# ---- gpr_wb_sched ----
**gpr_wb_sched: routing congestion**

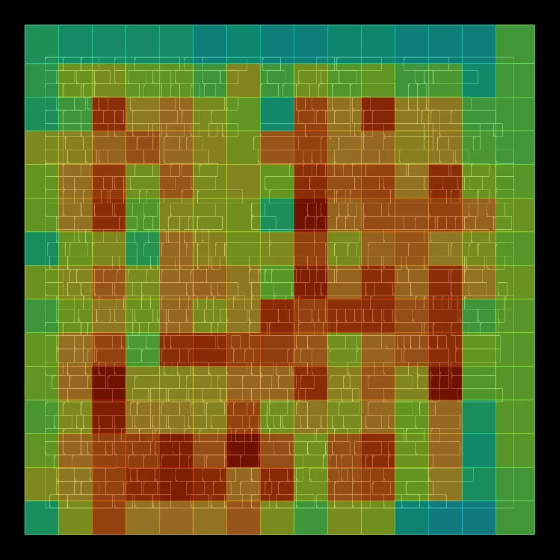

### config.mk
export PLATFORM = sky130hd
export DESIGN_NAME = gpr_wb_sched
export DESIGN_NICKNAME = d
export VERILOG_FILES = /design/src/rtl/gpr_wb_sched.sv
export SDC_FILE = /design/constraint.sdc
export NUM_CORES = 1
export LEC_CHECK = 0
export CORE_MARGIN = 4
export CORE_UTILIZATION = 49
export CTS_BUF_LIST = sky130_fd_sc_hd__clkbuf_4 sky130_fd_sc_hd__clkbuf_8
export DETAILED_ROUTE_END_ITERATION = 8
export GPL_TIMING_DRIVEN = 0
export PLACE_DENSITY = 0.87
export RECOVER_POWER = 25
export SETUP_SLACK_MARGIN = 0.3
export SYNTH_ARGS = -nofsm -noshare
export SYNTH_HDL_FRONTEND = slang
export SYNTH_SLANG_ARGS = --single-unit
export TNS_END_PERCENT = 20
### constraint.sdc
create_clock -name clk_i -period 6.35 [get_ports clk_i]
set_input_delay 0.9525 -clock clk_i [delete_from_list [all_inputs] [get_ports clk_i]]
set_output_delay 0.9525 -clock clk_i [all_outputs]
set_load 0.02 [all_outputs]
### src/rtl/gpr_wb_sched.sv
`default_nettype none
// ============================================================================
// Module   : gpr_wb_sched
// Brief    : GPR write-back scheduler (3-way round-robin onto one registered
//            write port) plus busy-bit scoreboard that drives issue hazards.
//            Optional macro GPR_WB_SCHED_BYPASS_EN masks operands that are
//            committing this cycle.
// Revision : 1.0 - initial release
// ============================================================================
module gpr_wb_sched #(
    parameter int GPR_ADDR_W = 5,
    parameter int XLEN       = 32
) (
    input  logic                  clk_i,
    input  logic                  rst_i,
    input  logic                  alu_wb_valid_i,
    input  logic [GPR_ADDR_W-1:0] alu_wb_addr_i,
    input  logic [XLEN-1:0]       alu_wb_data_i,
    output logic                  alu_wb_ready_o,
    input  logic                  lsu_wb_valid_i,
    input  logic [GPR_ADDR_W-1:0] lsu_wb_addr_i,
    input  logic [XLEN-1:0]       lsu_wb_data_i,
    output logic                  lsu_wb_ready_o,
    input  logic                  mdu_wb_valid_i,
    input  logic [GPR_ADDR_W-1:0] mdu_wb_addr_i,
    input  logic [XLEN-1:0]       mdu_wb_data_i,
    output logic                  mdu_wb_ready_o,
    input  logic                  sb_set_i,
    input  logic [GPR_ADDR_W-1:0] sb_set_addr_i,
    input  logic [GPR_ADDR_W-1:0] rs1_addr_i,
    input  logic [GPR_ADDR_W-1:0] rs2_addr_i,
    input  logic [GPR_ADDR_W-1:0] rd_addr_i,
    output logic                  hazard_o,
    output logic                  gpr_wr_en_o,
    output logic [GPR_ADDR_W-1:0] gpr_wr_addr_o,
    output logic [XLEN-1:0]       gpr_wr_data_o
);

    localparam int         c_NUM_REGS = 1 << GPR_ADDR_W;
    localparam logic [1:0] c_SRC_ALU  = 2'd0;
    localparam logic [1:0] c_SRC_LSU  = 2'd1;
    localparam logic [1:0] c_SRC_MDU  = 2'd2;

    logic [1:0]            r_ptr;
    logic [1:0]            w_next_ptr;
    logic [2:0]            w_req;
    logic [2:0]            w_gnt;
    logic [GPR_ADDR_W-1:0] w_gnt_addr;
    logic [XLEN-1:0]       w_gnt_data;

    logic                  r_wr_en;
    logic [GPR_ADDR_W-1:0] r_wr_addr;
    logic [XLEN-1:0]       r_wr_data;

    logic [c_NUM_REGS-1:0] r_busy;
    logic [c_NUM_REGS-1:0] w_set_vec;
    logic [c_NUM_REGS-1:0] w_clr_vec;
    logic [c_NUM_REGS-1:0] w_busy_next;

    logic                  w_haz_rs1;
    logic                  w_haz_rs2;
    logic                  w_haz_rd;

    assign w_req = {mdu_wb_valid_i, lsu_wb_valid_i, alu_wb_valid_i};

    // Priority rotates starting at the pointer: ALU -> LSU -> MDU -> ALU.
    always_comb begin
        w_gnt = 3'b000;
        case (r_ptr)
            c_SRC_LSU: begin
                if (w_req[1])      w_gnt = 3'b010;
                else if (w_req[2]) w_gnt = 3'b100;
                else if (w_req[0]) w_gnt = 3'b001;
            end
            c_SRC_MDU: begin
                if (w_req[2])      w_gnt = 3'b100;
                else if (w_req[0]) w_gnt = 3'b001;
                else if (w_req[1]) w_gnt = 3'b010;
            end
            default: begin
                if (w_req[0])      w_gnt = 3'b001;
                else if (w_req[1]) w_gnt = 3'b010;
                else if (w_req[2]) w_gnt = 3'b100;
            end
        endcase
    end

    always_comb begin
        w_next_ptr = r_ptr;
        w_gnt_addr = alu_wb_addr_i;
        w_gnt_data = alu_wb_data_i;
        if (w_gnt[0]) begin
            w_next_ptr = c_SRC_LSU;
        end else if (w_gnt[1]) begin
            w_next_ptr = c_SRC_MDU;
            w_gnt_addr = lsu_wb_addr_i;
            w_gnt_data = lsu_wb_data_i;
        end else if (w_gnt[2]) begin
            w_next_ptr = c_SRC_ALU;
            w_gnt_addr = mdu_wb_addr_i;
            w_gnt_data = mdu_wb_data_i;
        end
    end

    assign alu_wb_ready_o = w_gnt[0] & ~rst_i;
    assign lsu_wb_ready_o = w_gnt[1] & ~rst_i;
    assign mdu_wb_ready_o = w_gnt[2] & ~rst_i;

    // x0 grants still load addr/data, but never raise the write enable.
    always_ff @(posedge clk_i or posedge rst_i) begin
        if (rst_i) begin
            r_ptr     <= c_SRC_ALU;
            r_wr_en   <= 1'b0;
            r_wr_addr <= '0;
            r_wr_data <= '0;
        end else begin
            r_ptr   <= w_next_ptr;
            r_wr_en <= (|w_gnt) && (w_gnt_addr != '0);
            if (|w_gnt) begin
                r_wr_addr <= w_gnt_addr;
                r_wr_data <= w_gnt_data;
            end
        end
    end

    // Set is applied after clear so a same-cycle re-issue keeps the bit.
    always_comb begin
        w_set_vec = '0;
        w_clr_vec = '0;
        if (sb_set_i)
            w_set_vec[sb_set_addr_i] = 1'b1;
        if (r_wr_en)
            w_clr_vec[r_wr_addr] = 1'b1;
        w_busy_next    = (r_busy & ~w_clr_vec) | w_set_vec;
        w_busy_next[0] = 1'b0;
    end

    always_ff @(posedge clk_i or posedge rst_i) begin
        if (rst_i)
            r_busy <= '0;
        else
            r_busy <= w_busy_next;
    end

`ifndef SYNTHESIS
    always @(posedge clk_i) begin
        if (!rst_i && sb_set_i && (sb_set_addr_i != '0)) begin
            assert (!r_busy[sb_set_addr_i] || w_clr_vec[sb_set_addr_i])
                else $error("gpr_wb_sched: scoreboard set of busy register x%0d", sb_set_addr_i);
        end
    end
`endif

`ifdef GPR_WB_SCHED_BYPASS_EN
    assign w_haz_rs1 = r_busy[rs1_addr_i] & ~(r_wr_en && (r_wr_addr == rs1_addr_i));
    assign w_haz_rs2 = r_busy[rs2_addr_i] & ~(r_wr_en && (r_wr_addr == rs2_addr_i));
    assign w_haz_rd  = r_busy[rd_addr_i]  & ~(r_wr_en && (r_wr_addr == rd_addr_i));
`else
    assign w_haz_rs1 = r_busy[rs1_addr_i];
    assign w_haz_rs2 = r_busy[rs2_addr_i];
    assign w_haz_rd  = r_busy[rd_addr_i];
`endif

    assign hazard_o      = w_haz_rs1 | w_haz_rs2 | w_haz_rd;
    assign gpr_wr_en_o   = r_wr_en;
    assign gpr_wr_addr_o = r_wr_addr;
    assign gpr_wr_data_o = r_wr_data;

endmodule
`default_nettype wire
# ---- wb_scoreboard_flat ----
$ cat src/rtl/defs_sb.sv
// Shared definitions for the writeback scoreboard slice: sizes, writeback-source
// encoding, writeback payload and a saturating popcount helper.
package defs_sb;

    localparam int unsigned NREG     = 4;
    localparam int unsigned RIDX_W   = 2;
    localparam int unsigned DATA_W   = 32;
    localparam int unsigned MAX_PEND = 3;
    localparam int unsigned PCNT_W   = 2;

    typedef enum logic [1:0] {
        WB_SRC_NONE = 2'd0,
        WB_SRC_LD   = 2'd1,
        WB_SRC_ALU  = 2'd2
    } wb_src_e;

    typedef struct packed {
        logic [RIDX_W-1:0] idx;
        logic [DATA_W-1:0] data;
    } wb_payload_t;

    // Number of set bits, clamped to MAX_PEND.
    function automatic logic [PCNT_W-1:0] sat_popcount(input logic [NREG-1:0] v);
        int unsigned n;
        n = 0;
        for (int unsigned i = 0; i < NREG; i++) begin
            n += 32'(v[i]);
        end
        return (n > MAX_PEND) ? PCNT_W'(MAX_PEND) : PCNT_W'(n);
    endfunction

endpackage

$ cat src/rtl/wb_scoreboard_if.sv
// Decode / writeback / register-file bundle around the scoreboard.
// With SCOREBOARD_BYPASS_EN defined, forwarding signals are added.
interface wb_scoreboard_if;
    import defs_sb::*;

    logic              dec_valid;
    logic              dec_rs_en;
    logic [RIDX_W-1:0] dec_rs;
    logic              dec_rt_en;
    logic [RIDX_W-1:0] dec_rt;
    logic              dec_rd_en;
    logic [RIDX_W-1:0] dec_rd;
    logic              dec_stall;

    logic              alu_wb_valid;
    logic [RIDX_W-1:0] alu_wb_idx;
    logic [DATA_W-1:0] alu_wb_data;
    logic              alu_wb_stall;

    logic              ld_wb_valid;
    logic [RIDX_W-1:0] ld_wb_idx;
    logic [DATA_W-1:0] ld_wb_data;

    logic              rf_we;
    logic [RIDX_W-1:0] rf_idx;
    logic [DATA_W-1:0] rf_wdata;

    logic [NREG-1:0]   reserved;
    logic [PCNT_W-1:0] pend_cnt;
    logic              wb_err;

`ifdef SCOREBOARD_BYPASS_EN
    logic              fwd_rs_hit;
    logic              fwd_rt_hit;
    logic [DATA_W-1:0] fwd_data;

    modport master (
        output dec_valid, dec_rs_en, dec_rs, dec_rt_en, dec_rt, dec_rd_en, dec_rd,
        output alu_wb_valid, alu_wb_idx, alu_wb_data,
        output ld_wb_valid, ld_wb_idx, ld_wb_data,
        input  dec_stall, alu_wb_stall, rf_we, rf_idx, rf_wdata,
        input  reserved, pend_cnt, wb_err,
        input  fwd_rs_hit, fwd_rt_hit, fwd_data
    );

    modport slave (
        input  dec_valid, dec_rs_en, dec_rs, dec_rt_en, dec_rt, dec_rd_en, dec_rd,
        input  alu_wb_valid, alu_wb_idx, alu_wb_data,
        input  ld_wb_valid, ld_wb_idx, ld_wb_data,
        output dec_stall, alu_wb_stall, rf_we, rf_idx, rf_wdata,
        output reserved, pend_cnt, wb_err,
        output fwd_rs_hit, fwd_rt_hit, fwd_data
    );
`else
    modport master (
        output dec_valid, dec_rs_en, dec_rs, dec_rt_en, dec_rt, dec_rd_en, dec_rd,
        output alu_wb_valid, alu_wb_idx, alu_wb_data,
        output ld_wb_valid, ld_wb_idx, ld_wb_data,
        input  dec_stall, alu_wb_stall, rf_we, rf_idx, rf_wdata,
        input  reserved, pend_cnt, wb_err
    );

    modport slave (
        input  dec_valid, dec_rs_en, dec_rs, dec_rt_en, dec_rt, dec_rd_en, dec_rd,
        input  alu_wb_valid, alu_wb_idx, alu_wb_data,
        input  ld_wb_valid, ld_wb_idx, ld_wb_data,
        output dec_stall, alu_wb_stall, rf_we, rf_idx, rf_wdata,
        output reserved, pend_cnt, wb_err
    );
`endif

endinterface

$ cat src/rtl/wb_scoreboard_arbiter.sv
// Fixed-priority writeback arbiter: the load (older) beats the ALU; purely
// combinational grant plus payload mux.
module wb_arbiter
    import defs_sb::*;
(
    input  logic        ld_valid,
    input  wb_payload_t ld_pl,
    input  logic        alu_valid,
    input  wb_payload_t alu_pl,
    output wb_src_e     src_c,
    output wb_payload_t pl_c,
    output logic        alu_stall_c
);

    always_comb begin
        src_c       = WB_SRC_NONE;
        pl_c        = '0;
        alu_stall_c = 1'b0;
        if (ld_valid) begin
            src_c       = WB_SRC_LD;
            pl_c        = ld_pl;
            alu_stall_c = alu_valid;
        end else if (alu_valid) begin
            src_c = WB_SRC_ALU;
            pl_c  = alu_pl;
        end
    end

endmodule

$ cat src/rtl/wb_scoreboard.sv
// Register-hazard scoreboard and shared register-file write port.
// Optional SCOREBOARD_BYPASS_EN: same-cycle writeback clears the hazard and forwards data.
module wb_scoreboard
    import defs_sb::*;
(
    input  logic           clk,
    input  logic           rst,
    wb_scoreboard_if.slave sb
);

    logic [NREG-1:0]   reserved_q;
    logic [NREG-1:0]   reserved_d;
    logic [PCNT_W-1:0] pend_q;
    logic              wb_err_q;

    wb_src_e     wb_src;
    wb_payload_t wb_pl;
    wb_payload_t ld_pl;
    wb_payload_t alu_pl;

    logic [NREG-1:0] clr_vec;
    logic [NREG-1:0] set_vec;
    logic [NREG-1:0] busy_vec;
    logic            hazard;
    logic            issue;

    assign ld_pl  = '{idx: sb.ld_wb_idx,  data: sb.ld_wb_data};
    assign alu_pl = '{idx: sb.alu_wb_idx, data: sb.alu_wb_data};

    wb_arbiter u_arb (
        .ld_valid    (sb.ld_wb_valid),
        .ld_pl       (ld_pl),
        .alu_valid   (sb.alu_wb_valid),
        .alu_pl      (alu_pl),
        .src_c       (wb_src),
        .pl_c        (wb_pl),
        .alu_stall_c (sb.alu_wb_stall)
    );

    assign sb.rf_we    = (wb_src != WB_SRC_NONE);
    assign sb.rf_idx   = wb_pl.idx;
    assign sb.rf_wdata = wb_pl.data;

    assign clr_vec = sb.rf_we ? (NREG'(1) << sb.rf_idx) : '0;

`ifdef SCOREBOARD_BYPASS_EN
    // A register written this cycle is already available to decode.
    assign busy_vec      = reserved_q & ~clr_vec;
    assign sb.fwd_rs_hit = sb.rf_we & sb.dec_rs_en & (sb.rf_idx == sb.dec_rs);
    assign sb.fwd_rt_hit = sb.rf_we & sb.dec_rt_en & (sb.rf_idx == sb.dec_rt);
    assign sb.fwd_data   = sb.rf_wdata;
`else
    assign busy_vec = reserved_q;
`endif

    always_comb begin
        hazard = (sb.dec_rs_en & busy_vec[sb.dec_rs])
               | (sb.dec_rt_en & busy_vec[sb.dec_rt])
               | (sb.dec_rd_en & busy_vec[sb.dec_rd])
               | (sb.dec_rd_en & (pend_q == PCNT_W'(MAX_PEND)));
    end

    assign sb.dec_stall = sb.dec_valid & hazard;
    assign issue        = sb.dec_valid & ~hazard & sb.dec_rd_en;
    assign set_vec      = issue ? (NREG'(1) << sb.dec_rd) : '0;

    // Set wins over clear so a bypassed WAW issue keeps its new reservation.
    assign reserved_d = (reserved_q & ~clr_vec) | set_vec;

    always_ff @(posedge clk) begin
        if (!rst) begin
            reserved_q <= '0;
            pend_q     <= '0;
            wb_err_q   <= 1'b0;
        end else begin
            reserved_q <= reserved_d;
            pend_q     <= sat_popcount(reserved_d);
            if (sb.rf_we && !reserved_q[sb.rf_idx]) begin
                wb_err_q <= 1'b1;
            end
        end
    end

    assign sb.reserved = reserved_q;
    assign sb.pend_cnt = pend_q;
    assign sb.wb_err   = wb_err_q;

endmodule

$ cat src/flat_wrapper.sv
// flat-port wrapper written by rule: the top's interface ports become plain ports
module wb_scoreboard_flat import defs_sb::*;
  (clk, rst, sb_dec_valid, sb_dec_rs_en, sb_dec_rs, sb_dec_rt_en, sb_dec_rt, sb_dec_rd_en, sb_dec_rd, sb_alu_wb_valid, sb_alu_wb_idx, sb_alu_wb_data, sb_ld_wb_valid, sb_ld_wb_idx, sb_ld_wb_data, sb_dec_stall, sb_alu_wb_stall, sb_rf_we, sb_rf_idx, sb_rf_wdata, sb_reserved, sb_pend_cnt, sb_wb_err);
  wb_scoreboard_if sb_i ();
  input  logic clk;
  input  logic rst;
  input wire logic [$bits(sb_i.dec_valid)-1:0] sb_dec_valid;
  input wire logic [$bits(sb_i.dec_rs_en)-1:0] sb_dec_rs_en;
  input wire logic [$bits(sb_i.dec_rs)-1:0] sb_dec_rs;
  input wire logic [$bits(sb_i.dec_rt_en)-1:0] sb_dec_rt_en;
  input wire logic [$bits(sb_i.dec_rt)-1:0] sb_dec_rt;
  input wire logic [$bits(sb_i.dec_rd_en)-1:0] sb_dec_rd_en;
  input wire logic [$bits(sb_i.dec_rd)-1:0] sb_dec_rd;
  input wire logic [$bits(sb_i.alu_wb_valid)-1:0] sb_alu_wb_valid;
  input wire logic [$bits(sb_i.alu_wb_idx)-1:0] sb_alu_wb_idx;
  input wire logic [$bits(sb_i.alu_wb_data)-1:0] sb_alu_wb_data;
  input wire logic [$bits(sb_i.ld_wb_valid)-1:0] sb_ld_wb_valid;
  input wire logic [$bits(sb_i.ld_wb_idx)-1:0] sb_ld_wb_idx;
  input wire logic [$bits(sb_i.ld_wb_data)-1:0] sb_ld_wb_data;
  output wire logic [$bits(sb_i.dec_stall)-1:0] sb_dec_stall;
  output wire logic [$bits(sb_i.alu_wb_stall)-1:0] sb_alu_wb_stall;
  output wire logic [$bits(sb_i.rf_we)-1:0] sb_rf_we;
  output wire logic [$bits(sb_i.rf_idx)-1:0] sb_rf_idx;
  output wire logic [$bits(sb_i.rf_wdata)-1:0] sb_rf_wdata;
  output wire logic [$bits(sb_i.reserved)-1:0] sb_reserved;
  output wire logic [$bits(sb_i.pend_cnt)-1:0] sb_pend_cnt;
  output wire logic [$bits(sb_i.wb_err)-1:0] sb_wb_err;
  assign sb_i.dec_valid = sb_dec_valid;
  assign sb_i.dec_rs_en = sb_dec_rs_en;
  assign sb_i.dec_rs = sb_dec_rs;
  assign sb_i.dec_rt_en = sb_dec_rt_en;
  assign sb_i.dec_rt = sb_dec_rt;
  assign sb_i.dec_rd_en = sb_dec_rd_en;
  assign sb_i.dec_rd = sb_dec_rd;
  assign sb_i.alu_wb_valid = sb_alu_wb_valid;
  assign sb_i.alu_wb_idx = sb_alu_wb_idx;
  assign sb_i.alu_wb_data = sb_alu_wb_data;
  assign sb_i.ld_wb_valid = sb_ld_wb_valid;
  assign sb_i.ld_wb_idx = sb_ld_wb_idx;
  assign sb_i.ld_wb_data = sb_ld_wb_data;
  assign sb_dec_stall = sb_i.dec_stall;
  assign sb_alu_wb_stall = sb_i.alu_wb_stall;
  assign sb_rf_we = sb_i.rf_we;
  assign sb_rf_idx = sb_i.rf_idx;
  assign sb_rf_wdata = sb_i.rf_wdata;
  assign sb_reserved = sb_i.reserved;
  assign sb_pend_cnt = sb_i.pend_cnt;
  assign sb_wb_err = sb_i.wb_err;
  wb_scoreboard u_core (.clk(clk), .rst(rst), .sb(sb_i));
endmodule
$ cat config.mk
export PLATFORM = sky130hd
export DESIGN_NAME = wb_scoreboard_flat
export DESIGN_NICKNAME = d
export VERILOG_FILES = /design/src/rtl/defs_sb.sv /design/src/rtl/wb_scoreboard_if.sv /design/src/rtl/wb_scoreboard_arbiter.sv /design/src/rtl/wb_scoreboard.sv /design/src/flat_wrapper.sv
export SDC_FILE = /design/constraint.sdc
export NUM_CORES = 1
export LEC_CHECK = 0
export CORE_MARGIN = 1
export CORE_UTILIZATION = 25
export DETAILED_ROUTE_END_ITERATION = 7
export PLACE_DENSITY_LB_ADDON = 0.08
export SETUP_SLACK_MARGIN = 0.4
export SYNTH_ARGS = -nofsm -noshare
export SYNTH_HDL_FRONTEND = slang
export SYNTH_SLANG_ARGS = --single-unit
$ cat constraint.sdc
create_clock -name clk -period 2.8 [get_ports clk]
set_clock_uncertainty 0.1 [all_clocks]
set_input_delay 0.28 -clock clk [delete_from_list [all_inputs] [get_ports clk]]
set_output_delay 0.28 -clock clk [all_outputs]
set_load 0.05 [all_outputs]

## Gallery

Clock distribution.
The bar under the picture is 20 µm long.
(a)
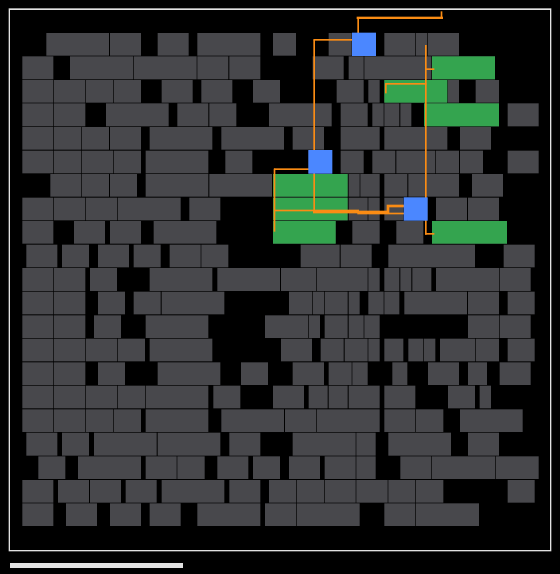
(b)
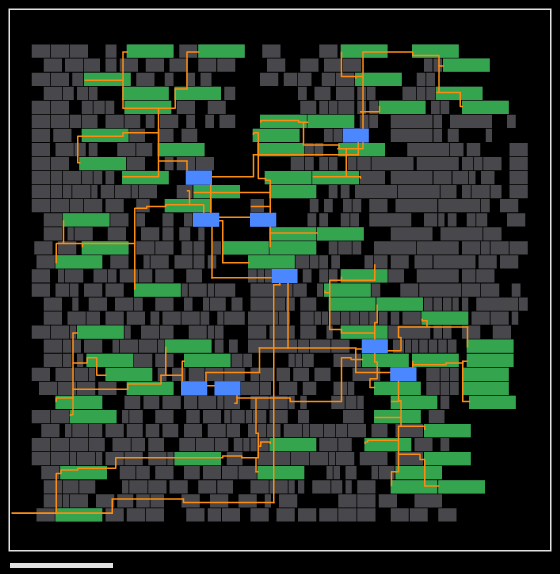
Of these, largest die: (b)
wb_scoreboard_flat: (a)
gpr_wb_sched: (b)

Key to (b):
- green: flip-flops (count 71)
- blue: clock drivers (count 9)
- orange: clock wires (length 940 µm)
- routed clock nets: 10
- flops lie: all over the die

**gpr_wb_sched: sequential cells grouped by signal name**

The bar under the picture is 20 µm long.
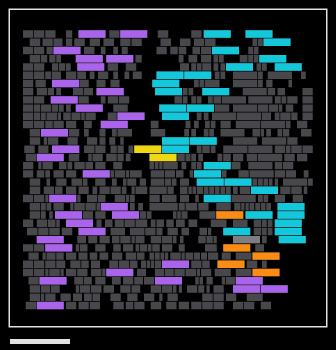
- cyan: r_busy (flops 31)
- yellow: r_ptr (flops 2)
- orange: gpr_wr_addr_o (flops 5; where lower right)
- purple: gpr_wr_data_o (flops 32)
- not coloured: 1

Notes on 'routing congestion' of gpr_wb_sched above:
met3 usage: 0.0962
WL/cell: 21.9 µm

==> qor.yml, gpr_wb_sched <==
cellPowerDensity_mw_per_mm2: 461
instances_no_fill: 737
synth_cell_type_count: 54
yosys_area_mm2: 0.00457
report.final.slew_viol_count: 72
grt_pass1_vias: 4755
crit_chain: "clkdlybuf4s50_1 > nand2_1 > a32oi_1 > nand2b_1 > buf_6 > clkbuf_1 > nor2_1 > clkdlybuf4s50_1"
maxCapViolCount: 1
largest_register_ffs: 32
drt-met1-wl_mm: 6.03
cpMostUsedCell: "clkdlybuf4s50_1"
n_tap_cell: 108
failed_checks: "max-capacitance violations, max-slew violations"
cts_sinks: 71
rsz0062_at_grt: "false"
synth_top_flop_cell: "dfrtp_1"
core_area_mm2: 0.00889
detail-route-antenna-nets: 0
syn_to_final_growth_pct: 44.3
worstSetupPathType: "input port to primary output"
clkCellAreaFrac: 0.0277
status: "finished with violations"
postPlaceCellArea_mm2: 0.00640
fmax_mhz: 236
seq_cells: 71
synth-warning-count: 0
cellLeakagePower_nw: 2.57
min_to: "gpr_wr_data_o[6]"
wl_mm: 16.1
xor_share: 0
[gpr_wb_sched: power by group]
group | total (mW) | internal, mW | leakage (nW) | switching (mW)
clock network | 0.338 | 0.154 | 0.0849 | 0.184
registers | 0.908 | 0.685 | 0.810 | 0.223
logic | 1.79 | 0.874 | 1.68 | 0.918
[gpr_wb_sched: worst reg2reg max path, cell delays in order (launching register included)]
cell	delay (ns)
dfrtp_1	0.36
inv_1	0.06
ha_1	0.33
buf_2	0.21
nor2b_1	0.22
nand2_1	0.14
nand2_1	0.20
clkbuf_1	0.43
a31oi_1	0.18
a2bb2oi_1	0.19
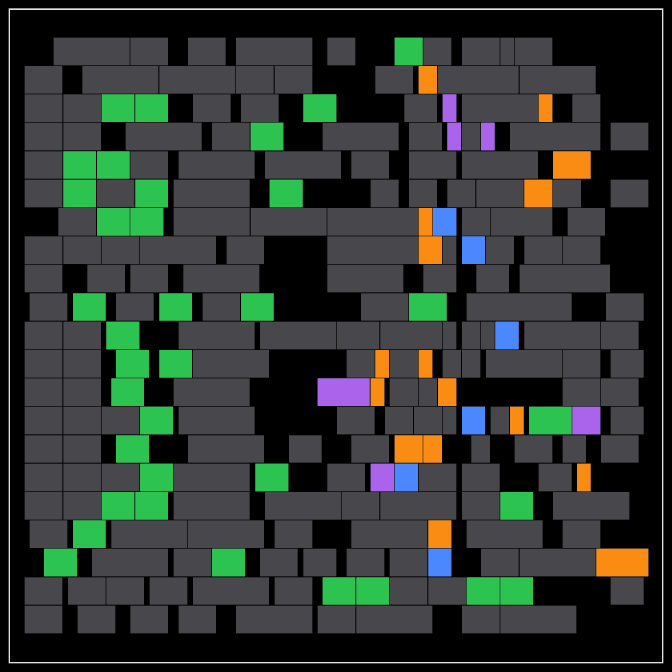
**Above:** wb_scoreboard_flat (gate-type map).
- green: AND-OR and OR-AND gates (cells 35)
- blue: AND and OR gates (cells 6)
- orange: NAND gates (cells 16)
- purple: NOR gates (cells 6)

==> qor.yml, wb_scoreboard_flat <==
wire_per_inst_um: 16.4
port_buffers: 125
aoi_share: 0.521
clock-root-buffer: "clkbuf_4"
grt_max_degree: 34
fp_nets: 195
postLayoutCellArea_mm2: 0.00269
utilization: 0.786
synth-warning-count: 0
instances_no_fill: 285
ys_cells: 111
min_to: "u_core.sb.wb_err"
route.vias.total: 1474
topCellsByArea: "a22o_1, dfxtp_1, mux2i_1"
die_width_um: 62.4
status: "finished clean"
edf_count: 0
cts-buffers-inserted: 3
crit_path_start_kind: "input port"
-- wb_scoreboard_flat: sequential cells by signal, summed over array words and instances (netlist names) --
register / flops
u_core.sb.pend_cnt: 2
u_core.sb.wb_err: 1
u_core.sb.reserved: 4
-- wb_scoreboard_flat: worst min-delay path: stages (launching register included) --
cell,delay (ns)
dfxtp_1,0.34
nand2_1,0.07
o41ai_2,0.05
-- wb_scoreboard_flat: layer usage --
metal / routed length (µm) / share of wire
met4: 67 / 0.014
met2: 2400 / 0.51
met5: 0 / 0
met3: 331 / 0.071
met1: 1870 / 0.40


==> screenshots <==
Placed cells, one colour a class.
The bar under the picture is 20 µm long.
shot_01.png
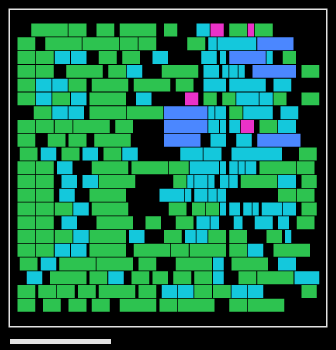
shot_02.png
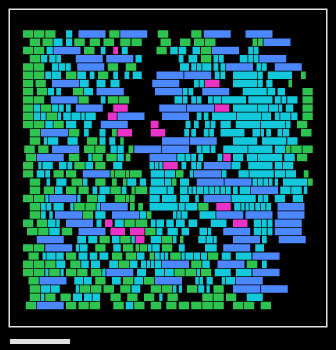
- gpr_wb_sched = shot_02.png
- wb_scoreboard_flat = shot_01.png
- largest die: shot_02.png
- most cells: shot_02.png

Key to shot_01.png:
- green: other buffers and delay cells (cells 134; share of their area 64%)
- magenta: clock drivers and dummy loads (cells 4; share of their area 1.0%)
- blue: flops (cells 7; share of their area 5.9%)
- cyan: combinational and other logic (cells 94; share of their area 29%)

Power and IR drop assume default switching activity.
